######## csr_trap_sequencer ########
## src/rtl/csr_trap_sequencer.sv

```systemverilog
// -----------------------------------------------------------------------------
// csr_trap_sequencer
//
// Arbitrates the single CSR-file write port between three requesters:
// CSR-instruction writes, supervisor trap entry (four writes: sepc, scause,
// stval, sstatus) and sret (one write: sstatus). After a trap or sret
// completes, the block issues a one-cycle PC redirect to fetch.
//
// Ports
//   i_clk, i_rst_n        clock (rising edge), async active-low reset
//   i_csr_req/addr/wdata  CSR-instruction write request (level, held to ack)
//   i_trap_req/pc/cause/
//   i_trap_tval/priv_s    trap-entry request and operands (latched on accept)
//   i_sret_req            sret request (level, held to ack)
//   i_sstatus/stvec/sepc  live CSR values read back from the CSR file
//   o_csr_data/select/load  CSR-file write port
//   o_csr_ack/trap_ack/sret_ack  one-cycle acceptance pulses
//   o_busy                high whenever the sequencer is not IDLE
//   o_redirect/redirect_pc  one-cycle fetch redirect and its target
//
// Every output is decoded from the state register, the latched operands and
// the live CSR values; request inputs only steer the next-state logic.
// -----------------------------------------------------------------------------
module csr_trap_sequencer #(
  parameter int unsigned TRAP_WRITES = 4
) (
  input  logic        i_clk,
  input  logic        i_rst_n,
  input  logic        i_csr_req,
  input  logic [11:0] i_csr_addr,
  input  logic [31:0] i_csr_wdata,
  input  logic        i_trap_req,
  input  logic [31:0] i_trap_pc,
  input  logic [31:0] i_trap_cause,
  input  logic [31:0] i_trap_tval,
  input  logic        i_trap_priv_s,
  input  logic        i_sret_req,
  input  logic [31:0] i_sstatus,
  input  logic [31:0] i_stvec,
  input  logic [31:0] i_sepc,
  output logic [31:0] o_csr_data,
  output logic [11:0] o_csr_select,
  output logic        o_csr_load,
  output logic        o_csr_ack,
  output logic        o_trap_ack,
  output logic        o_sret_ack,
  output logic        o_busy,
  output logic        o_redirect,
  output logic [31:0] o_redirect_pc
);

  // IDLE, WR_INSTR, one state per trap write, T_REDIR, R_SSTATUS, R_REDIR.
  localparam int unsigned NumStates = TRAP_WRITES + 5;
  localparam int unsigned StateW    = $clog2(NumStates);

  localparam logic [11:0] CsrSstatus = 12'h100;
  localparam logic [11:0] CsrSepc    = 12'h141;
  localparam logic [11:0] CsrScause  = 12'h142;
  localparam logic [11:0] CsrStval   = 12'h143;

  localparam int unsigned SieBit  = 1;
  localparam int unsigned SpieBit = 5;
  localparam int unsigned SppBit  = 8;

  typedef enum logic [StateW-1:0] {
    IDLE,
    WR_INSTR,
    T_SEPC,
    T_SCAUSE,
    T_STVAL,
    T_SSTATUS,
    T_REDIR,
    R_SSTATUS,
    R_REDIR
  } state_e;

  state_e      state_q, state_d;
  logic [31:0] trap_pc_q, trap_pc_d;
  logic [31:0] trap_cause_q, trap_cause_d;
  logic [31:0] trap_tval_q, trap_tval_d;
  logic        trap_priv_s_q, trap_priv_s_d;
  logic [11:0] csr_addr_q, csr_addr_d;
  logic [31:0] csr_wdata_q, csr_wdata_d;

  logic [31:0] trap_sstatus;
  logic [31:0] sret_sstatus;

  // Low address bits of the redirect sources are forced to zero.
  logic unused_addr_bits;
  assign unused_addr_bits = ^{i_stvec[1:0], i_sepc[0]};

  // ---------------------------------------------------------------------------
  // State and operand registers
  // ---------------------------------------------------------------------------
  // NOTE: the operand registers are reset along with the state even though
  // they are only observed in write states; this keeps them X-free after reset.
  always_ff @(posedge i_clk or negedge i_rst_n) begin
    if (!i_rst_n) begin
      state_q       <= IDLE;
      trap_pc_q     <= '0;
      trap_cause_q  <= '0;
      trap_tval_q   <= '0;
      trap_priv_s_q <= 1'b0;
      csr_addr_q    <= '0;
      csr_wdata_q   <= '0;
    end else begin
      // NOTE: non-blocking assignments so every register samples the values
      // from before this edge, independent of statement order.
      state_q       <= state_d;
      trap_pc_q     <= trap_pc_d;
      trap_cause_q  <= trap_cause_d;
      trap_tval_q   <= trap_tval_d;
      trap_priv_s_q <= trap_priv_s_d;
      csr_addr_q    <= csr_addr_d;
      csr_wdata_q   <= csr_wdata_d;
    end
  end

  // ---------------------------------------------------------------------------
  // Next-state logic and arbitration (IDLE only; trap > sret > CSR write)
  // ---------------------------------------------------------------------------
  always_comb begin
    // NOTE: every variable gets a default before the case so no path leaves
    // it unassigned, which would infer a latch.
    state_d       = state_q;
    trap_pc_d     = trap_pc_q;
    trap_cause_d  = trap_cause_q;
    trap_tval_d   = trap_tval_q;
    trap_priv_s_d = trap_priv_s_q;
    csr_addr_d    = csr_addr_q;
    csr_wdata_d   = csr_wdata_q;

    case (state_q)
      IDLE: begin
        if (i_trap_req) begin
          trap_pc_d     = i_trap_pc;
          trap_cause_d  = i_trap_cause;
          trap_tval_d   = i_trap_tval;
          trap_priv_s_d = i_trap_priv_s;
          state_d       = T_SEPC;
        end else if (i_sret_req) begin
          state_d = R_SSTATUS;
        end else if (i_csr_req) begin
          csr_addr_d  = i_csr_addr;
          csr_wdata_d = i_csr_wdata;
          state_d     = WR_INSTR;
        end
      end
      WR_INSTR:  state_d = IDLE;
      T_SEPC:    state_d = T_SCAUSE;
      T_SCAUSE:  state_d = T_STVAL;
      T_STVAL:   state_d = T_SSTATUS;
      T_SSTATUS: state_d = T_REDIR;
      T_REDIR:   state_d = IDLE;
      R_SSTATUS: state_d = R_REDIR;
      R_REDIR:   state_d = IDLE;
      default:   state_d = IDLE;
    endcase
  end

  // ---------------------------------------------------------------------------
  // sstatus updates, computed from the live value the CSR file presents
  // ---------------------------------------------------------------------------
  always_comb begin
    trap_sstatus          = i_sstatus;
    trap_sstatus[SpieBit] = i_sstatus[SieBit];
    trap_sstatus[SieBit]  = 1'b0;
    trap_sstatus[SppBit]  = trap_priv_s_q;

    sret_sstatus          = i_sstatus;
    sret_sstatus[SieBit]  = i_sstatus[SpieBit];
    sret_sstatus[SpieBit] = 1'b1;
    sret_sstatus[SppBit]  = 1'b0;
  end

  // ---------------------------------------------------------------------------
  // Output decode
  // ---------------------------------------------------------------------------
  always_comb begin
    o_csr_data    = '0;
    o_csr_select  = '0;
    o_csr_load    = 1'b0;
    o_csr_ack     = 1'b0;
    o_trap_ack    = 1'b0;
    o_sret_ack    = 1'b0;
    o_busy        = (state_q != IDLE);
    o_redirect    = 1'b0;
    o_redirect_pc = '0;

    case (state_q)
      WR_INSTR: begin
        o_csr_load   = 1'b1;
        o_csr_select = csr_addr_q;
        o_csr_data   = csr_wdata_q;
        o_csr_ack    = 1'b1;
      end
      T_SEPC: begin
        // First cycle after acceptance: ack coincides with the sepc write.
        o_trap_ack   = 1'b1;
        o_csr_load   = 1'b1;
        o_csr_select = CsrSepc;
        o_csr_data   = trap_pc_q;
      end
      T_SCAUSE: begin
        o_csr_load   = 1'b1;
        o_csr_select = CsrScause;
        o_csr_data   = trap_cause_q;
      end
      T_STVAL: begin
        o_csr_load   = 1'b1;
        o_csr_select = CsrStval;
        o_csr_data   = trap_tval_q;
      end
      T_SSTATUS: begin
        o_csr_load   = 1'b1;
        o_csr_select = CsrSstatus;
        o_csr_data   = trap_sstatus;
      end
      T_REDIR: begin
        // Direct mode only: the stvec mode bits are ignored.
        o_redirect    = 1'b1;
        o_redirect_pc = {i_stvec[31:2], 2'b00};
      end
      R_SSTATUS: begin
        o_sret_ack   = 1'b1;
        o_csr_load   = 1'b1;
        o_csr_select = CsrSstatus;
        o_csr_data   = sret_sstatus;
      end
      R_REDIR: begin
        // sepc was written long before this read, so the live value is current.
        o_redirect    = 1'b1;
        o_redirect_pc = {i_sepc[31:1], 1'b0};
      end
      default: ;
    endcase
  end

endmodule

```

## config.mk

```make
export PLATFORM = sky130hd
export DESIGN_NAME = csr_trap_sequencer
export DESIGN_NICKNAME = d
export VERILOG_FILES = /design/src/rtl/csr_trap_sequencer.sv
export SDC_FILE = /design/constraint.sdc
export NUM_CORES = 1
export LEC_CHECK = 0
export ABC_AREA = 1
export CELL_PAD_IN_SITES_DETAIL_PLACEMENT = 1
export CELL_PAD_IN_SITES_GLOBAL_PLACEMENT = 1
export CORE_UTILIZATION = 30
export CTS_CLUSTER_DIAMETER = 100
export DETAILED_ROUTE_END_ITERATION = 12
export PLACE_DENSITY_LB_ADDON = 0.1
export SLEW_MARGIN = 25
export SYNTH_ARGS = -nofsm -noshare
export SYNTH_HDL_FRONTEND = slang
export SYNTH_SLANG_ARGS = --single-unit
```

## constraint.sdc

```tcl
create_clock -name i_clk -period 1.8 [get_ports i_clk]
set_clock_uncertainty 0.05 [all_clocks]
set_input_delay 0.18 -clock i_clk [delete_from_list [all_inputs] [get_ports i_clk]]
set_output_delay 0.18 -clock i_clk [all_outputs]
set_load 0.01 [all_outputs]
```

**csr_trap_sequencer: routing congestion map**

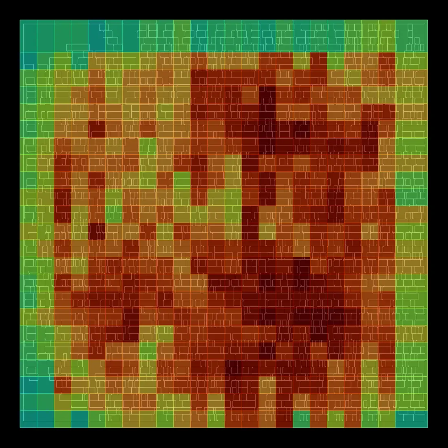
Avg WL per Cell: 27.5 um
fin util: 65.1%
GRT Overall Usage: 31.2%
met1 usage: 34.1%
met3 usage: 8.61%

==> results.yml <==
# flow metrics
logic_synthesis:
  postSynthAreaPerCell_um2: 6.90
  top_area_share_pct: 45.6
  xor_area_share_pct: 0
global_routing:
  grt_pass1_vias: 10400
placement:
  place_ws_ns: -0.371
  placed_area_um2: 12000
clock_network:
  cts_htree_levels: 4
  ctsRootBufferMaster: "clkbuf_16"
sta:
  relSlewSlack_pct: 64.4
  finalSetupViolCount: 225
  fin_ws_ns: -0.570
  hold_viol_final: 0
  slew_violations: 0
run_status:
  status: "finished, violations left"
  violations: "negative setup slack"
pwr:
  powerClk_mw: 3.63
  irDropWorstVdd_mv: 0.768
  powerDensity_nw_per_um2: 1760
  p_total_mw: 29.9
finish:
  largestClassByArea: "buffers"
  final_common_cell: "clkdlybuf4s50_1"
setup_path:
  r2r_slack_ns: -0.51
floorplanning:
  rows: 59
detailed_routing:
  routed.top_layer: "met5"
**csr_trap_sequencer: zoomed window**

Region (111, 29) to (136, 54) um. Cells in gray, sequential cells in the stronger gray; small squares are vias.
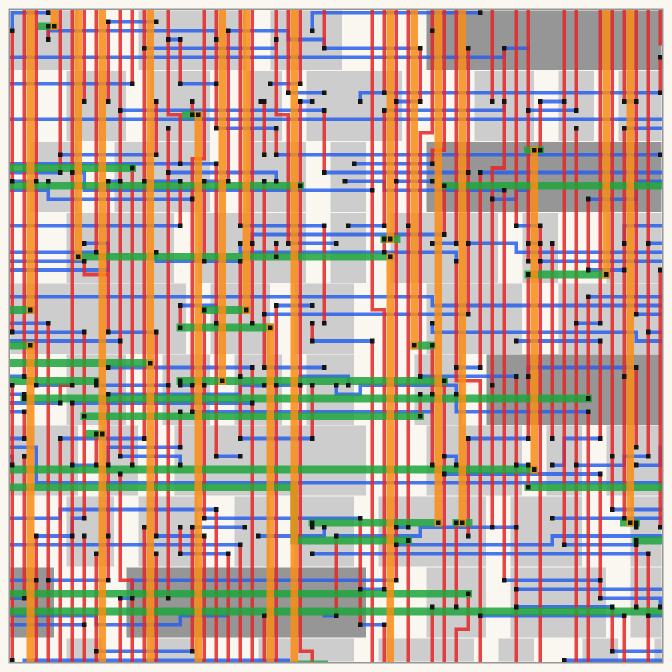
| color | layer |
|---|---|
| blue | met1 |
| green | met3 |
| orange | met4 |
| red | met2 |
most frequent: nand2_2 (10), nand3_2 (4), dfrtp_1 (4)
netlist names of flops here include: csr_wdata_q (2)
sequential cells in the window: 4
cells with their middle in the window: 49

## synth_stat cells
cell type / number
and2_1: 1
buf_1: 5
buf_2: 22
buf_4: 3
buf_6: 5
clkbuf_1: 50
clkinv_1: 1
conb_1: 1
dfrtp_1: 145
inv_1: 114
inv_2: 1
nand2_1: 379
nand2_2: 2
nand3_1: 258
nand3b_1: 1
nor2_1: 80
nor2_2: 2
nor2_4: 2
nor3_1: 1
o211ai_1: 3
o21ai_0: 66
o21ai_1: 10
o21bai_1: 1

######## multicycle_controller ########
**multicycle_controller: routing congestion map**

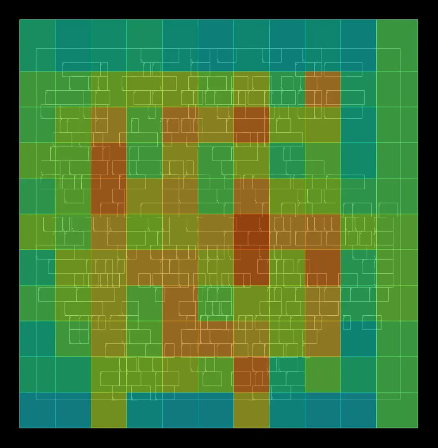
**multicycle_controller: zoomed window**

Region (45, 7) to (70, 32) um. Cells in gray, sequential cells in the stronger gray; small squares are vias.
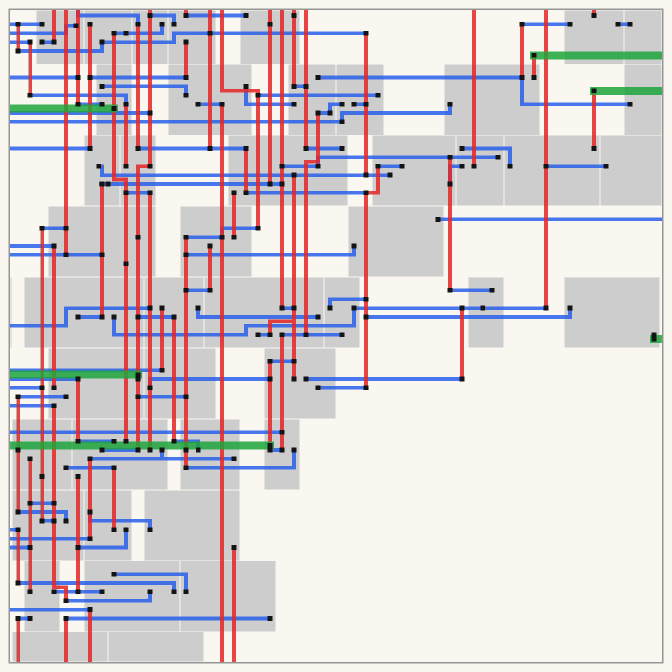
**multicycle_controller: supply network**

The bar under the picture is 20 um long. Pins as bars on the die edge. Tap cells in gray.
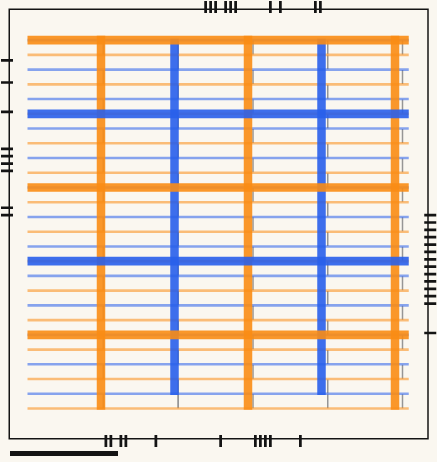
<file path="config.mk">
export PLATFORM = sky130hd
export DESIGN_NAME = multicycle_controller
export DESIGN_NICKNAME = d
export VERILOG_FILES = /design/src/rtl/mips_pkg.sv /design/src/rtl/multicycle_controller_op_decode.sv /design/src/rtl/multicycle_controller.sv
export SDC_FILE = /design/constraint.sdc
export NUM_CORES = 1
export LEC_CHECK = 0
export CORE_AREA = 3 3 74 76
export DETAILED_ROUTE_END_ITERATION = 7
export DIE_AREA = 0 0 77 79
export SKIP_CTS_REPAIR_TIMING = 1
export SYNTH_ARGS = -nofsm -noshare
export SYNTH_HDL_FRONTEND = slang
export SYNTH_SLANG_ARGS = --single-unit
</file>
<file path="constraint.sdc">
create_clock -name clk -period 5.02 [get_ports clk]
set_input_delay 1.004 -clock clk [delete_from_list [all_inputs] [get_ports clk]]
set_output_delay 1.004 -clock clk [all_outputs]
set_load 0.05 [all_outputs]
</file>
<file path="src/rtl/mips_pkg.sv">
// Shared definitions for the 5-bit-opcode MIPS controllers: opcodes,
// ALU operation codes, instruction classes and sequencer state codes.
package mips_pkg;

  localparam logic [4:0] OP_ADD  = 5'b00010;
  localparam logic [4:0] OP_SUB  = 5'b00011;
  localparam logic [4:0] OP_AND  = 5'b00100;
  localparam logic [4:0] OP_OR   = 5'b00101;
  localparam logic [4:0] OP_XOR  = 5'b00110;
  localparam logic [4:0] OP_SR   = 5'b01000;
  localparam logic [4:0] OP_SRA  = 5'b01001;
  localparam logic [4:0] OP_SL   = 5'b01010;
  localparam logic [4:0] OP_ADDI = 5'b10010;
  localparam logic [4:0] OP_ANDI = 5'b10100;
  localparam logic [4:0] OP_ORI  = 5'b10101;
  localparam logic [4:0] OP_XORI = 5'b10110;
  localparam logic [4:0] OP_LW   = 5'b11100;
  localparam logic [4:0] OP_SW   = 5'b11101;
  localparam logic [4:0] OP_BEQ  = 5'b11110;
  localparam logic [4:0] OP_BNE  = 5'b11111;

  localparam logic [3:0] ALU_ADD = 4'b0000;
  localparam logic [3:0] ALU_SUB = 4'b0001;
  localparam logic [3:0] ALU_AND = 4'b0100;
  localparam logic [3:0] ALU_OR  = 4'b0101;
  localparam logic [3:0] ALU_XOR = 4'b0111;
  localparam logic [3:0] ALU_SR  = 4'b1000;
  localparam logic [3:0] ALU_SL  = 4'b1001;
  localparam logic [3:0] ALU_SRA = 4'b1010;

  typedef enum logic [2:0] {
    CLS_R   = 3'd0,
    CLS_I   = 3'd1,
    CLS_LD  = 3'd2,
    CLS_ST  = 3'd3,
    CLS_BR  = 3'd4,
    CLS_ILL = 3'd5
  } op_class_t;

  typedef enum logic [2:0] {
    ST_FETCH  = 3'd0,
    ST_DECODE = 3'd1,
    ST_EXEC   = 3'd2,
    ST_WB     = 3'd3,
    ST_ADDR   = 3'd4,
    ST_MEM    = 3'd5,
    ST_LWB    = 3'd6,
    ST_BRANCH = 3'd7
  } state_t;

endpackage

</file>
<file path="src/rtl/multicycle_controller_op_decode.sv">
// Combinational opcode decoder: class, ALU operation, immediate select
// and legality. Used by both the single- and multi-cycle controllers.
module op_decode
  import mips_pkg::*;
(
  input  logic [4:0] i_op,
  output op_class_t  o_cls,
  output logic [3:0] o_alu_op,
  output logic       o_alu_src,
  output logic       o_legal
);

  // Opcode to control map; unknown opcodes fall through as illegal.
  always_comb begin
    o_cls     = CLS_ILL;
    o_alu_op  = ALU_ADD;
    o_alu_src = 1'b0;
    o_legal   = 1'b1;
    case (i_op)
      OP_ADD:  begin o_cls = CLS_R;  o_alu_op = ALU_ADD; end
      OP_SUB:  begin o_cls = CLS_R;  o_alu_op = ALU_SUB; end
      OP_AND:  begin o_cls = CLS_R;  o_alu_op = ALU_AND; end
      OP_OR:   begin o_cls = CLS_R;  o_alu_op = ALU_OR;  end
      OP_XOR:  begin o_cls = CLS_R;  o_alu_op = ALU_XOR; end
      OP_SR:   begin o_cls = CLS_R;  o_alu_op = ALU_SR;  end
      OP_SRA:  begin o_cls = CLS_R;  o_alu_op = ALU_SRA; end
      OP_SL:   begin o_cls = CLS_R;  o_alu_op = ALU_SL;  end
      OP_ADDI: begin o_cls = CLS_I;  o_alu_op = ALU_ADD; o_alu_src = 1'b1; end
      OP_ANDI: begin o_cls = CLS_I;  o_alu_op = ALU_AND; o_alu_src = 1'b1; end
      OP_ORI:  begin o_cls = CLS_I;  o_alu_op = ALU_OR;  o_alu_src = 1'b1; end
      OP_XORI: begin o_cls = CLS_I;  o_alu_op = ALU_XOR; o_alu_src = 1'b1; end
      OP_LW:   begin o_cls = CLS_LD; o_alu_op = ALU_ADD; o_alu_src = 1'b1; end
      OP_SW:   begin o_cls = CLS_ST; o_alu_op = ALU_ADD; o_alu_src = 1'b1; end
      OP_BEQ:  begin o_cls = CLS_BR; o_alu_op = ALU_SUB; end
      OP_BNE:  begin o_cls = CLS_BR; o_alu_op = ALU_SUB; end
      default: o_legal = 1'b0;
    endcase
  end

endmodule

</file>
<file path="src/rtl/multicycle_controller.sv">
// Multi-cycle sequencer for the 5-bit-opcode MIPS datapath.
// Memory handshake: a request strobe (ImemRd in FETCH, DmemRd/DmemWr in
// MEM) is held high until the cycle in which mem_ready = 1; that cycle
// completes the access and the FSM moves on at the next edge. mem_ready
// is ignored whenever no request strobe is high.
module multicycle_controller
  import mips_pkg::*;
#(
  parameter int RETIRE_W = 16
) (
  input  logic                clk,
  input  logic                rst_n,
  input  logic                run,
  input  logic [4:0]          inst_op,
  input  logic                zero,
  input  logic                mem_ready,
  output logic                PCWr,
  output logic                IRWr,
  output logic                PCSrc,
  output logic                RegSrc,
  output logic                RegEn,
  output logic                ALUSrc,
  output logic [3:0]          ALUOp,
  output logic                ImemRd,
  output logic                DmemRd,
  output logic                DmemWr,
  output logic                WrSrc,
  output logic                trap,
  output logic [2:0]          state_o,
  output logic [RETIRE_W-1:0] retired
);

  state_t              r_state;
  state_t              w_next;
  logic [4:0]          r_op;
  logic                r_trap;
  logic [RETIRE_W-1:0] r_retired;

  logic       w_retire, w_set_trap;
  logic       w_pcwr, w_irwr, w_pcsrc, w_regsrc, w_regen, w_alusrc;
  logic       w_imemrd, w_dmemrd, w_dmemwr, w_wrsrc;
  logic [3:0] w_aluop;

  logic [4:0] w_dec_op;
  op_class_t  w_cls;
  logic [3:0] w_dec_alu_op;
  logic       w_dec_alu_src;
  logic       w_legal;

  // In DECODE the opcode is not yet registered, so decode it straight from
  // the instruction register; later states use the captured copy.
  assign w_dec_op = (r_state == ST_DECODE) ? inst_op : r_op;

  op_decode u_op_decode (
    .i_op      (w_dec_op),
    .o_cls     (w_cls),
    .o_alu_op  (w_dec_alu_op),
    .o_alu_src (w_dec_alu_src),
    .o_legal   (w_legal)
  );

  // State, captured opcode, sticky trap and retired counter.
  always_ff @(posedge clk) begin
    if (!rst_n) begin
      r_state   <= ST_FETCH;
      r_op      <= 5'd0;
      r_trap    <= 1'b0;
      r_retired <= '0;
    end else begin
      r_state <= w_next;
      if (r_state == ST_DECODE && !r_trap) r_op <= inst_op;
      if (w_set_trap) r_trap <= 1'b1;
      if (w_retire) r_retired <= r_retired + 1'b1;
    end
  end

  // Next state and control outputs; a set trap freezes the FSM.
  always_comb begin
    w_next     = r_state;
    w_retire   = 1'b0;
    w_set_trap = 1'b0;
    w_pcwr     = 1'b0;
    w_irwr     = 1'b0;
    w_pcsrc    = 1'b0;
    w_regsrc   = 1'b0;
    w_regen    = 1'b0;
    w_alusrc   = 1'b0;
    w_aluop    = ALU_ADD;
    w_imemrd   = 1'b0;
    w_dmemrd   = 1'b0;
    w_dmemwr   = 1'b0;
    w_wrsrc    = 1'b0;
    if (!r_trap) begin
      case (r_state)
        ST_FETCH: begin
          if (run) begin
            w_imemrd = 1'b1;
            if (mem_ready) begin
              w_irwr = 1'b1;
              w_pcwr = 1'b1;
              w_next = ST_DECODE;
            end
          end
        end
        ST_DECODE: begin
          if (!w_legal) begin
            w_set_trap = 1'b1;
          end else begin
            case (w_cls)
              CLS_R, CLS_I:   w_next = ST_EXEC;
              CLS_LD, CLS_ST: w_next = ST_ADDR;
              default:        w_next = ST_BRANCH;
            endcase
          end
        end
        ST_EXEC: begin
          w_alusrc = w_dec_alu_src;
          w_aluop  = w_dec_alu_op;
          w_next   = ST_WB;
        end
        ST_WB: begin
          w_alusrc = w_dec_alu_src;
          w_aluop  = w_dec_alu_op;
          w_regen  = 1'b1;
          w_wrsrc  = 1'b1;
          w_regsrc = (w_cls == CLS_R);
          w_retire = 1'b1;
          w_next   = ST_FETCH;
        end
        ST_ADDR: begin
          w_alusrc = 1'b1;
          w_aluop  = ALU_ADD;
          w_next   = ST_MEM;
        end
        ST_MEM: begin
          w_alusrc = 1'b1;
          w_aluop  = ALU_ADD;
          w_dmemrd = (w_cls == CLS_LD);
          w_dmemwr = (w_cls == CLS_ST);
          if (mem_ready) begin
            if (w_cls == CLS_LD) begin
              w_next = ST_LWB;
            end else begin
              w_retire = 1'b1;
              w_next   = ST_FETCH;
            end
          end
        end
        ST_LWB: begin
          w_regen  = 1'b1;
          w_retire = 1'b1;
          w_next   = ST_FETCH;
        end
        ST_BRANCH: begin
          w_aluop  = ALU_SUB;
          w_pcsrc  = (r_op == OP_BNE) ? !zero : zero;
          w_pcwr   = w_pcsrc;
          w_retire = 1'b1;
          w_next   = ST_FETCH;
        end
        default: w_next = ST_FETCH;
      endcase
    end
  end

  // Enables and strobes are forced low for as long as reset is asserted.
  assign PCWr    = rst_n & w_pcwr;
  assign IRWr    = rst_n & w_irwr;
  assign PCSrc   = rst_n & w_pcsrc;
  assign RegEn   = rst_n & w_regen;
  assign ImemRd  = rst_n & w_imemrd;
  assign DmemRd  = rst_n & w_dmemrd;
  assign DmemWr  = rst_n & w_dmemwr;
  assign RegSrc  = w_regsrc;
  assign ALUSrc  = w_alusrc;
  assign ALUOp   = w_aluop;
  assign WrSrc   = w_wrsrc;
  assign trap    = r_trap;
  assign state_o = r_state;
  assign retired = r_retired;

endmodule

</file>
==> results.yml <==
# flow metrics
logic_synthesis:
  synth_seq_share_pct: 26.2
  synthTopCellsByArea: "dfxtp_1 26%, a21oi_1 5.8%, xnor2_1 5.5%"
  topCombFamilyByArea: "simple AND/OR/NAND/NOR gates"
  postSynthAreaPerCell_um2: 7.44
  synth-main-ff-cell: "dfxtp_1"
  synth_cell_types: 52
sta:
  max_freq_ghz: 0.221
  hold_viol_final: 0
  tightest_slew_ns: 0.704
  relSlewSlack_pct: 53.0
finish:
  final_nets: 302
  sh_seq_area_pct: 20.9
  largestClassByArea: "multi-input combinational cells"
  bufAreaShareNonClock_pct: 18.8
pwr:
  p_seq_mw: 0.213
  comb_power_share_pct: 21.2
placement:
  dp.cells: 349
  gp_congestion: 0.832
  portBuffers: 43
setup_path:
  crit_chain: "clkdlybuf4s50_1 > nor3b_2 > o21ai_1 > or3_1 > a21oi_1 > clkdlybuf4s50_1"
  r2r_cells: 5
  cp.required_ns: 4.02
  crit_cells: 6
  cp-endpoint: "ALUOp[1]"
  critPathKind: "input pin to primary output"
run:
  openroad.warnings: 29
floorplanning:
  io_pins: 44
clock_network:
  clock-sinks: 25
  ctsRootBufferMaster: "clkbuf_8"
  insertion_delay_ns: 0.27
global_routing:
  grt_pass1_wl_um: 8310
  antenna_found_initial: 0
run_status:
  status: "finished, final reports clean"
## Picture notes: 'routing congestion map' of multicycle_controller
Avg WL per Cell: 13.7 um
met3 usage: 3.29%

## Picture notes: 'zoomed window' of multicycle_controller
| color | layer |
|---|---|
| red | met2 |
| green | met3 |
| blue | met1 |
most frequent: clkdlybuf4s50_1 (7), nor3_1 (5), nor2_1 (4)
sequential cells in the window: 0
cells with their middle in the window: 40

## Picture notes: 'supply network' of multicycle_controller
| color | net |
|---|---|
| orange | VSS |
| blue | VDD |
tap cells: 67
met1 rails: 26
rows: 25
met4 straps: 5

## cells in the mapped netlist, drive strengths merged (5+ instances only)
library cell	n
dfxtp	25
nand3	8
inv	5
a21oi	22
nand2b	5
o21ai	13
mux2i	7
nor3b	6
and3	5
clkbuf	13
nand4	5
xnor2	12
ha	5
nand2	26
nor2	25
nor3	14
buf	8
## flip-flops by register name (all words and copies together), names as in the netlist
register / cells
state_o: 3
r_op: 5
retired: 16
trap: 1
## layer usage
layer	global-route usage (%)	share of wire, %	vias to the layer above
met2	24.4	43	57
met5	0	0	-
met1	24.5	50	851
li1	-	-	973
met3	3.29	6.6	2
met4	2.67	0.46	0

######## fmul_arbiter ########
$ cat src/rtl/fpu_pkg.sv
// rtl/fpu_pkg.sv - shared FP32 constants and types for the FPU cluster
// Purpose: FP32 width, canonical quiet NaN, signed infinities and the
//          fp32_t word type used by fmul and fmul_arbiter.
// Ports:   none (package).
package fpu_pkg;

   localparam int FP32_W = 32;

   typedef logic [FP32_W-1:0] fp32_t;

   localparam fp32_t FP32_QNAN = 32'h7FC00000;
   localparam fp32_t FP32_PINF = 32'h7F800000;
   localparam fp32_t FP32_NINF = 32'hFF800000;

endpackage

$ cat src/rtl/fmul.sv
// rtl/fmul.sv - combinational IEEE-754 FP32 multiplier, round-to-nearest-even
// Purpose: y = a * b. NaN results are canonical quiet NaN; infinities,
//          signed zeros and denormal inputs/outputs are handled fully.
// Ports:   a  in  32  operand A
//          b  in  32  operand B
//          y  out 32  product
module fmul
   import fpu_pkg::*;
(
   input  logic [FP32_W-1:0] a,
   input  logic [FP32_W-1:0] b,
   output logic [FP32_W-1:0] y
);

   logic        sy;
   logic [7:0]  ea, eb, ea_eff, eb_eff;
   logic        a_zero, b_zero, a_inf, b_inf, a_nan, b_nan;
   logic [23:0] sig_a, sig_b;
   logic [47:0] prod, pn;
   logic [5:0]  k, sh;
   logic signed [11:0] e_norm, den_sh, e_fin;
   logic [95:0] wide;
   logic [23:0] frac24;
   logic        guard, sticky, round_up;
   logic [24:0] rnd;

   function automatic logic [5:0] msb_pos(input logic [47:0] v);
      msb_pos = '0;
      for (int i = 0; i < 48; i++) begin
         if (v[i]) msb_pos = 6'(i);
      end
   endfunction

   assign sy     = a[31] ^ b[31];
   assign ea     = a[30:23];
   assign eb     = b[30:23];
   assign a_zero = (ea == 8'd0)   && (a[22:0] == 23'd0);
   assign b_zero = (eb == 8'd0)   && (b[22:0] == 23'd0);
   assign a_inf  = (ea == 8'hFF)  && (a[22:0] == 23'd0);
   assign b_inf  = (eb == 8'hFF)  && (b[22:0] == 23'd0);
   assign a_nan  = (ea == 8'hFF)  && (a[22:0] != 23'd0);
   assign b_nan  = (eb == 8'hFF)  && (b[22:0] != 23'd0);

   // Denormals use exponent 1 with no hidden bit.
   assign ea_eff = (ea == 8'd0) ? 8'd1 : ea;
   assign eb_eff = (eb == 8'd0) ? 8'd1 : eb;
   assign sig_a  = {(ea != 8'd0), a[22:0]};
   assign sig_b  = {(eb != 8'd0), b[22:0]};
   assign prod   = {24'd0, sig_a} * {24'd0, sig_b};
   assign k      = msb_pos(prod);

   // Biased exponent once the product's leading one is treated as the hidden
   // bit: k + ea + eb - 2*127 - 46 + 127.
   assign e_norm = $signed({6'd0, k}) + $signed({4'd0, ea_eff})
                 + $signed({4'd0, eb_eff}) - 12'sd173;
   assign den_sh = 12'sd1 - e_norm;
   assign pn     = prod << (6'd47 - k);

   always_comb begin
      sh = 6'd0;
      // Tiny results shift right into the denormal range; beyond 50 places
      // everything is sticky anyway.
      if (e_norm < 12'sd1) begin
         if (den_sh > 12'sd50) sh = 6'd50;
         else                  sh = den_sh[5:0];
      end
   end

   assign wide     = {pn, 48'd0} >> sh;
   assign frac24   = wide[95:72];
   assign guard    = wide[71];
   assign sticky   = |wide[70:0];
   assign round_up = guard & (sticky | frac24[0]);
   assign rnd      = {1'b0, frac24} + {24'd0, round_up};
   // Rounding carry only occurs when rnd == 2^24, so rnd[22:0] is already 0.
   assign e_fin    = e_norm + $signed({11'd0, rnd[24]});

   always_comb begin
      y = '0;
      if (a_nan || b_nan || (a_inf && b_zero) || (b_inf && a_zero)) begin
         y = FP32_QNAN;
      end else if (a_inf || b_inf) begin
         y = sy ? FP32_NINF : FP32_PINF;
      end else if (a_zero || b_zero) begin
         y = {sy, 31'd0};
      end else if (e_norm >= 12'sd1) begin
         if (e_fin >= 12'sd255) y = sy ? FP32_NINF : FP32_PINF;
         else                   y = {sy, e_fin[7:0], rnd[22:0]};
      end else begin
         // Denormal; a round-up into bit 23 yields the smallest normal.
         y = {sy, 7'd0, rnd[23], rnd[22:0]};
      end
   end

endmodule

$ cat src/rtl/rr_arbiter.sv
// rtl/rr_arbiter.sv - combinational round-robin arbiter
// Purpose: picks the first eligible index at or after ptr (wrapping).
// Ports:   elig      in  N     eligible requesters
//          ptr       in  ID_W  highest-priority index this cycle
//          grant     out N     one-hot grant, zero when nothing is eligible
//          grant_idx out ID_W  binary index of grant (0 when no grant)
module rr_arbiter #(
   parameter int N    = 4,
   parameter int ID_W = $clog2(N)
) (
   input  logic [N-1:0]    elig,
   input  logic [ID_W-1:0] ptr,
   output logic [N-1:0]    grant,
   output logic [ID_W-1:0] grant_idx
);

   logic            found;
   logic [ID_W-1:0] idx;

   always_comb begin
      grant     = '0;
      grant_idx = '0;
      found     = 1'b0;
      idx       = '0;
      // Walk from ptr upward; the first eligible index seen wins.
      for (int j = 0; j < N; j++) begin
         idx = ID_W'((32'(ptr) + 32'(j)) % N);
         if (!found && elig[idx]) begin
            grant[idx] = 1'b1;
            grant_idx  = idx;
            found      = 1'b1;
         end
      end
   end

endmodule

$ cat src/rtl/fmul_arbiter.sv
// rtl/fmul_arbiter.sv - round-robin sharing of one fmul among N_REQ requesters
// Purpose: one outstanding op per requester, round-robin grant, operand
//          register (S1) before fmul, per-requester result register (S2).
// Ports:   clk, rst_n               clock, async active-low reset
//          req_valid/req_ready      per-requester operand handshake
//          req_a/req_b              packed operands, 32 bits per requester
//          rsp_valid/rsp_ready      per-requester result handshake
//          rsp_data                 packed products, 32 bits per requester
//          busy                     requester has an op outstanding
module fmul_arbiter
   import fpu_pkg::*;
#(
   parameter int N_REQ = 4,
   parameter int ID_W  = $clog2(N_REQ)
) (
   input  logic                    clk,
   input  logic                    rst_n,
   input  logic [N_REQ-1:0]        req_valid,
   output logic [N_REQ-1:0]        req_ready,
   input  logic [N_REQ*FP32_W-1:0] req_a,
   input  logic [N_REQ*FP32_W-1:0] req_b,
   output logic [N_REQ-1:0]        rsp_valid,
   input  logic [N_REQ-1:0]        rsp_ready,
   output logic [N_REQ*FP32_W-1:0] rsp_data,
   output logic [N_REQ-1:0]        busy
);

   logic [N_REQ-1:0]        elig, grant;
   logic [ID_W-1:0]         grant_idx;
   fp32_t                   fmul_y;

   logic [N_REQ-1:0]        busy_q, busy_d;
   logic [ID_W-1:0]         rr_ptr_q, rr_ptr_d;
   logic                    s1_valid_q, s1_valid_d;
   logic [ID_W-1:0]         s1_id_q, s1_id_d;
   fp32_t                   s1_a_q, s1_a_d, s1_b_q, s1_b_d;
   logic [N_REQ-1:0]        rsp_valid_q, rsp_valid_d;
   logic [N_REQ*FP32_W-1:0] rsp_data_q, rsp_data_d;

   // Registered busy gates eligibility, so a requester whose result is
   // handshaking this cycle is not re-granted until the next one.
   assign elig = req_valid & ~busy_q;

   rr_arbiter #(.N(N_REQ), .ID_W(ID_W)) u_rr (
      .elig      (elig),
      .ptr       (rr_ptr_q),
      .grant     (grant),
      .grant_idx (grant_idx)
   );

   fmul u_fmul (
      .a (s1_a_q),
      .b (s1_b_q),
      .y (fmul_y)
   );

   always_comb begin
      busy_d     = (busy_q | grant) & ~(rsp_valid_q & rsp_ready);
      rr_ptr_d   = rr_ptr_q;
      s1_valid_d = |grant;
      s1_id_d    = s1_id_q;
      s1_a_d     = s1_a_q;
      s1_b_d     = s1_b_q;
      if (|grant) begin
         rr_ptr_d = (grant_idx == ID_W'(N_REQ-1)) ? '0 : grant_idx + ID_W'(1);
         s1_id_d  = grant_idx;
         s1_a_d   = req_a[FP32_W*grant_idx +: FP32_W];
         s1_b_d   = req_b[FP32_W*grant_idx +: FP32_W];
      end

      // The credit rule guarantees slot s1_id_q is empty when its result lands.
      rsp_valid_d = rsp_valid_q & ~rsp_ready;
      rsp_data_d  = rsp_data_q;
      if (s1_valid_q) begin
         rsp_valid_d[s1_id_q]                    = 1'b1;
         rsp_data_d[FP32_W*s1_id_q +: FP32_W]    = fmul_y;
      end
   end

   always_ff @(posedge clk or negedge rst_n) begin
      if (!rst_n) begin
         busy_q      <= '0;
         rr_ptr_q    <= '0;
         s1_valid_q  <= 1'b0;
         s1_id_q     <= '0;
         s1_a_q      <= '0;
         s1_b_q      <= '0;
         rsp_valid_q <= '0;
         rsp_data_q  <= '0;
      end else begin
         busy_q      <= busy_d;
         rr_ptr_q    <= rr_ptr_d;
         s1_valid_q  <= s1_valid_d;
         s1_id_q     <= s1_id_d;
         s1_a_q      <= s1_a_d;
         s1_b_q      <= s1_b_d;
         rsp_valid_q <= rsp_valid_d;
         rsp_data_q  <= rsp_data_d;
      end
   end

   assign req_ready = grant;
   assign rsp_valid = rsp_valid_q;
   assign rsp_data  = rsp_data_q;
   assign busy      = busy_q;

endmodule

$ cat config.mk
export PLATFORM = sky130hd
export DESIGN_NAME = fmul_arbiter
export DESIGN_NICKNAME = d
export VERILOG_FILES = /design/src/rtl/fpu_pkg.sv /design/src/rtl/fmul.sv /design/src/rtl/rr_arbiter.sv /design/src/rtl/fmul_arbiter.sv
export SDC_FILE = /design/constraint.sdc
export NUM_CORES = 2
export LEC_CHECK = 0
export ABC_AREA = 1
export CAP_MARGIN = 10
export CORE_UTILIZATION = 50
export CTS_BUF_LIST = sky130_fd_sc_hd__clkbuf_4 sky130_fd_sc_hd__clkbuf_8 sky130_fd_sc_hd__clkbuf_16
export CTS_CLUSTER_SIZE = 8
export DETAILED_ROUTE_END_ITERATION = 10
export HOLD_SLACK_MARGIN = 0.03
export PLACE_DENSITY = 0.72
export SLEW_MARGIN = 20
export SYNTH_ARGS = -nofsm -noshare
export SYNTH_HDL_FRONTEND = slang
export SYNTH_SLANG_ARGS = --single-unit
$ cat constraint.sdc
create_clock -name clk -period 18.9 [get_ports clk]
set_input_delay 3.78 -clock clk [delete_from_list [all_inputs] [get_ports clk]]
set_output_delay 3.78 -clock clk [all_outputs]
set_load 0.02 [all_outputs]
**fmul_arbiter: supply network**

The bar under the picture is 100 um long. Pins as bars on the die edge. Tap cells in gray.
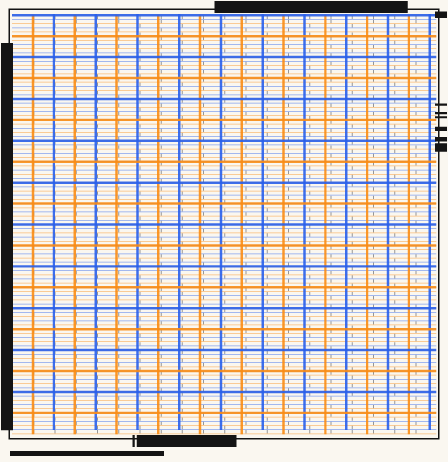
| color | net |
|---|---|
| blue | VDD |
| orange | VSS |
signal pins: 406
tap cells: 969

**fmul_arbiter: routing congestion map**

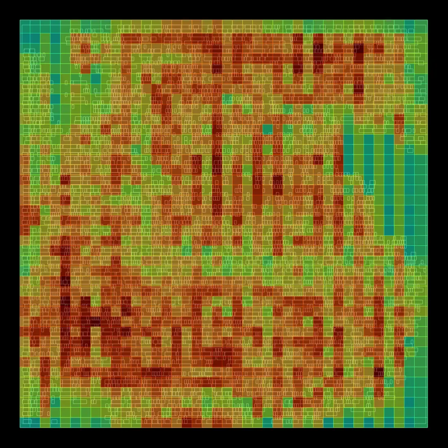
grt peak-use layer: met2
Avg WL per Cell: 19.0 um
GR Util met2: 53.1%
fin util: 58.6%

==> results.yml <==
# flow metrics
detailed_routing:
  drt.antenna.violating_nets: 0
  wl_met1_um: 55100
  dr.first_iter.drc_count: 3377
setup_path:
  worstPathArrival_ns: 17.89
  critPathCaptureType: "flop"
  crit_top_cell: "inv_1"
finish:
  drive_gt1_share_pct: 5.31
  final_common_cell: "nand2_1"
  fillers: 7081
  bufAreaShareNonClock_pct: 11.0
  n_all_buffers: 501
logic_synthesis:
  synth-main-ff-cell: "dfrtp_1"
  async_flop_share_pct: 100
  ys_top_cells_by_count: "1504 x nand2_1, 1040 x inv_1, 682 x nand3_1"
  top_area_share_pct: 25.4
floorplanning:
  chipHeight_um: 278
  rows: 100
global_routing:
  grt_util_met1_pct: 46.5
  grt_start_max_net_pins: 87
run_status:
  status: "finished, final reports clean"
placement:
  portBuffers: 405
sta:
  relSlewSlack_pct: 33.2
  hold_viol_final: 0
**fmul_arbiter: zoomed window**

Region (196, 57) to (221, 82) um. Cells in gray, sequential cells in the stronger gray; small squares are vias.
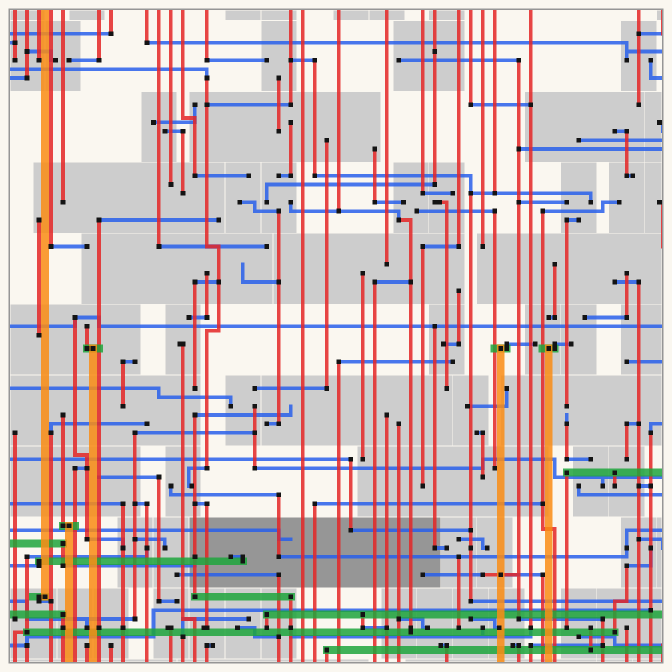
| color | layer |
|---|---|
| green | met3 |
| orange | met4 |
| blue | met1 |
| red | met2 |
most frequent: inv_1 (18), nand2_1 (18), fa_1 (11)
cells with their middle in the window: 50
sequential cells in the window: 1
netlist names of flops here include: s1_b_q (1)

[critical path: cells and delay by family (launching register included)]
kind	cells	cell delay (ns)
xor+xnor	2	0.25
simple gates	43	5.56
buf+inv	23	1.98
fa+ha+maj	13	5.20
flops	1	0.90
compound gates	23	3.30
[metrics by stage]
step,area [um2],cells
floorplan,38100,5606
global route,43900,6812
detailed placement,42900,6768
CTS,43800,6808
global placement,42900,6767
finish,43900,6814

######## cpu_core_mc ########
$ cat src/rtl/cpu_core_mc.sv
// cpu_core_mc: multi-cycle core for the 16-bit ISA (FETCH -> EXEC -> [MEM] -> WB) with valid/ready fetch
// and a stallable data port. Define CPU_BRANCH_EN to turn opcode 8 into BEQ; otherwise it is illegal.
module cpu_core_mc #(
   parameter int                DATA_W   = 16,
   parameter int                ADDR_W   = 16,
   parameter logic [ADDR_W-1:0] RESET_PC = '0,
   parameter bit                R0_ZERO  = 1'b1
) (
   input  logic              clk,
   input  logic              reset,
   output logic [ADDR_W-1:0] pc,
   input  logic [15:0]       instr,
   input  logic              instr_valid,
   output logic              instr_ready,
   output logic [DATA_W-1:0] alu_out,
   output logic              mem_read,
   output logic              mem_write,
   output logic [ADDR_W-1:0] mem_addr,
   output logic [DATA_W-1:0] mem_wdata,
   input  logic [DATA_W-1:0] mem_data,
   input  logic              mem_ready,
   output logic              illegal_op
);
   typedef enum logic [1:0] {S_FETCH, S_EXEC, S_MEM, S_WB} state_t;

   localparam logic [3:0] OP_ADD = 4'd1;
   localparam logic [3:0] OP_SUB = 4'd2;
   localparam logic [3:0] OP_AND = 4'd3;
   localparam logic [3:0] OP_OR  = 4'd4;
   localparam logic [3:0] OP_LW  = 4'd5;
   localparam logic [3:0] OP_SW  = 4'd6;
   localparam logic [3:0] OP_LI  = 4'd7;
`ifdef CPU_BRANCH_EN
   localparam logic [3:0] OP_BEQ  = 4'd8;
   localparam logic [3:0] OP_LAST = OP_BEQ;
   logic br_taken;
`else
   localparam logic [3:0] OP_LAST = OP_LI;
`endif

   state_t                  state;
   logic [15:0]             ir;
   logic [15:0][DATA_W-1:0] regs;
   logic [DATA_W-1:0]       ld_data, rs_val, rt_val, rd_val, imm_d, li_val, ea;
   logic [ADDR_W-1:0]       pc_next;
   logic [3:0]              op, rd, rs, rt;
   logic                    wr_en;

   assign op = ir[15:12];
   assign rd = ir[11:8];
   assign rs = ir[7:4];
   assign rt = ir[3:0];

   assign instr_ready = (state == S_FETCH);

   assign rs_val = (R0_ZERO && rs == 4'd0) ? '0 : regs[rs];
   assign rt_val = (R0_ZERO && rt == 4'd0) ? '0 : regs[rt];
   assign rd_val = (R0_ZERO && rd == 4'd0) ? '0 : regs[rd];
   assign imm_d  = {{(DATA_W-4){rt[3]}}, rt};
   assign li_val = {{(DATA_W-8){ir[7]}}, ir[7:0]};
   assign ea     = rs_val + imm_d;

   assign wr_en = (op inside {OP_ADD, OP_SUB, OP_AND, OP_OR, OP_LW, OP_LI}) &&
                  !(R0_ZERO && rd == 4'd0);

`ifdef CPU_BRANCH_EN
   assign pc_next = pc + ADDR_W'(1) +
                    ((op == OP_BEQ && br_taken) ? {{(ADDR_W-4){rt[3]}}, rt} : '0);
`else
   assign pc_next = pc + ADDR_W'(1);
`endif

   always_ff @(posedge clk) begin
      if (reset) begin
         state      <= S_FETCH;
         pc         <= RESET_PC;
         ir         <= '0;
         regs       <= '0;
         ld_data    <= '0;
         alu_out    <= '0;
         mem_read   <= 1'b0;
         mem_write  <= 1'b0;
         mem_addr   <= '0;
         mem_wdata  <= '0;
         illegal_op <= 1'b0;
`ifdef CPU_BRANCH_EN
         br_taken   <= 1'b0;
`endif
      end else begin
         illegal_op <= 1'b0;
         case (state)
            S_FETCH: if (instr_valid) begin
               ir         <= instr;
               // registered here so the pulse lines up with the EXEC cycle
               illegal_op <= (instr[15:12] > OP_LAST);
               state      <= S_EXEC;
            end
            S_EXEC: begin
               state <= S_WB;
               case (op)
                  OP_ADD: alu_out <= rs_val + rt_val;
                  OP_SUB: alu_out <= rs_val - rt_val;
                  OP_AND: alu_out <= rs_val & rt_val;
                  OP_OR:  alu_out <= rs_val | rt_val;
                  OP_LI:  alu_out <= li_val;
                  OP_LW: begin
                     alu_out  <= ea;
                     mem_addr <= ADDR_W'(ea);
                     mem_read <= 1'b1;
                     state    <= S_MEM;
                  end
                  OP_SW: begin
                     alu_out   <= ea;
                     mem_addr  <= ADDR_W'(ea);
                     mem_wdata <= rd_val;
                     mem_write <= 1'b1;
                     state     <= S_MEM;
                  end
`ifdef CPU_BRANCH_EN
                  OP_BEQ: br_taken <= (rd_val == rs_val);
`endif
                  default: ;
               endcase
            end
            S_MEM: if (mem_ready) begin
               if (mem_read) ld_data <= mem_data;
               mem_read  <= 1'b0;
               mem_write <= 1'b0;
               state     <= S_WB;
            end
            S_WB: begin
               if (wr_en) regs[rd] <= (op == OP_LW) ? ld_data : alu_out;
               pc    <= pc_next;
               state <= S_FETCH;
            end
            default: state <= S_FETCH;
         endcase
      end
   end
endmodule

$ cat config.mk
export PLATFORM = sky130hd
export DESIGN_NAME = cpu_core_mc
export DESIGN_NICKNAME = d
export VERILOG_FILES = /design/src/rtl/cpu_core_mc.sv
export SDC_FILE = /design/constraint.sdc
export NUM_CORES = 1
export LEC_CHECK = 0
export CAP_MARGIN = 20
export CORE_MARGIN = 3
export CORE_UTILIZATION = 40
export DETAILED_ROUTE_END_ITERATION = 8
export GPL_TIMING_DRIVEN = 0
export HOLD_SLACK_MARGIN = 0.15
export PLACE_DENSITY = 0.64
export SLEW_MARGIN = 20
export SYNTH_ARGS = -nofsm -noshare
export SYNTH_HDL_FRONTEND = slang
export SYNTH_SLANG_ARGS = --single-unit
$ cat constraint.sdc
create_clock -name clk -period 4.1 [get_ports clk]
set_input_delay 0.82 -clock clk [delete_from_list [all_inputs] [get_ports clk]]
set_output_delay 0.82 -clock clk [all_outputs]
set_load 0.01 [all_outputs]
**cpu_core_mc: routed metal, one color a layer**

Only two layers are drawn.
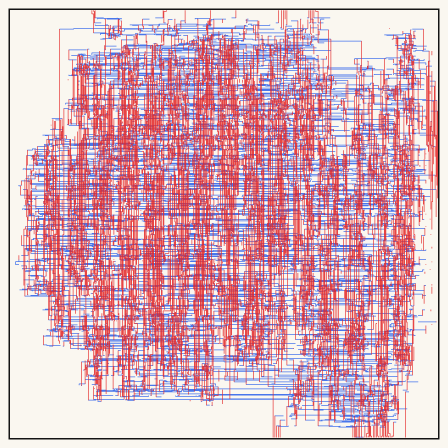
| color | layer | wire length |
|---|---|---|
| red | met2 | 41.0 mm |
| blue | met1 | 34.3 mm |

==> results.yml <==
# flow metrics
finish:
  n_antenna_cell: 3
  layout.cells.non_filler: 2939
  clockNetworkAreaShare_pct: 5.28
  final_nets: 2311
  sh_seq_area_pct: 28.4
  final_design_area_no_fill_um2: 25200
  comb_area_share_pct: 51.6
logic_synthesis:
  topCombFamilyByArea: "multiplexers"
  ys_area_um2: 20500
  synth_seq_share_pct: 34.9
  synth_cell_types: 65
  enable_flop_cells: 0
  synth-seq-cells: 357
  ys_top_cells_by_count: "357 x dfxtp_1, 318 x nor2_1, 247 x a211oi_1"
  postSynthAreaPerCell_um2: 10.1
  compound_area_share_pct: 16.1
  synth_cells: 2023
floorplanning:
  coreArea_um2: 50400
  chip_area_um2: 53900
  die_x_um: 232
sta:
  fin_crit_sh_pct: 107
  fin_ws_ns: -0.296
  hold_viol_final: 0
  fin_skew_ns: 0.0206
  finalSetupViolCount: 11
clock_network:
  cts_tree: "done"
  insertion_delay_ns: 0.59
  path_clk_slew_ns: 0.06
  cts-buffers-inserted: 40
detailed_routing:
  avgViaCountPerCell: 6.50
  routed_wirelength_um: 93800
  dr.first_iter.drc_count: 2308
  vias: 19100
  wl_met1_um: 34300
  drt-pass1-iter-count: 6
  drc: 0
  routed.top_layer: "met5"
  routed-wl-met3_um: 10700
setup_path:
  path_max_fanout: 5
  reg2reg_to: "alu_out[13]"
  critPathKind: "flop to flop"
placement:
  place_ws_ns: -1.43
  dp.cells: 2800
run_status:
  status: "finished, violations left"
  violations: "negative setup slack"
pwr:
  powerComb_mw: 3.39
  p_int_mw: 7.02
  swShare_pct: 34.8
  powerDensity_nw_per_um2: 427
  power_frac_seq_pct: 34.2
  pwr-share-clk_pct: 34.3
  p_seq_mw: 3.69
worst_hold_path:
  hold_end: "mem_addr[10]"
global_routing:
  grt_overflow: 0
**cpu_core_mc: routing congestion map**

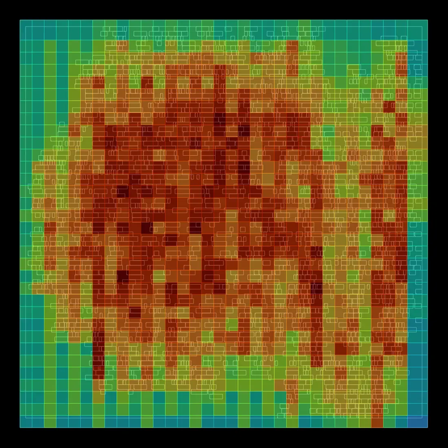
GRT Overall Usage: 34.2%
met1 usage: 41.7%
met3 usage: 10.1%
GR Util met2: 52.3%

critical path, cell delays in order, from the launching register on:
cell,delay [ns]
dfxtp_4,0.43
buf_12,0.18
buf_12,0.13
mux4_2,0.57
mux2i_2,0.20
mux2i_1,0.11
buf_4,0.16
o31ai_4,0.36
a21oi_2,0.12
xnor2_2,0.17
ha_2,0.18
a211o_1,0.27
or3_1,0.32
o21ai_2,0.18
o31a_1,0.21
a21oi_2,0.10
xor2_1,0.20
a221oi_2,0.29
nor3_1,0.07


## Gallery

Signal wires on met4.
Cells faint in the background.
picture 1
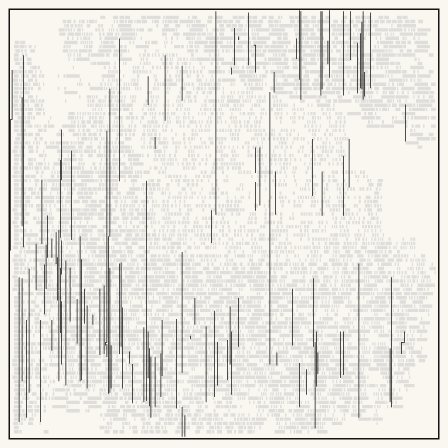
picture 2
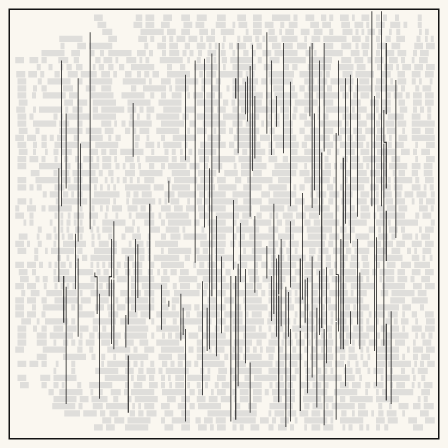
picture 3
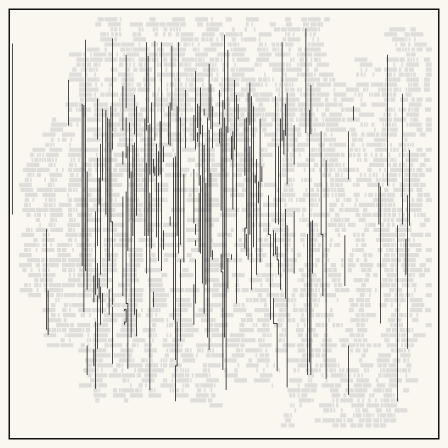
For csr_trap_sequencer, see picture 2.
For fmul_arbiter, see picture 1.
For cpu_core_mc, see picture 3.

Key to picture 2:
longest straight run: 97.9 um
wire length on this layer: 4090 um
nets with wire on the layer: 93
main direction: vertical
share of all routed wire: 7.6%

Power and IR drop assume default switching activity.
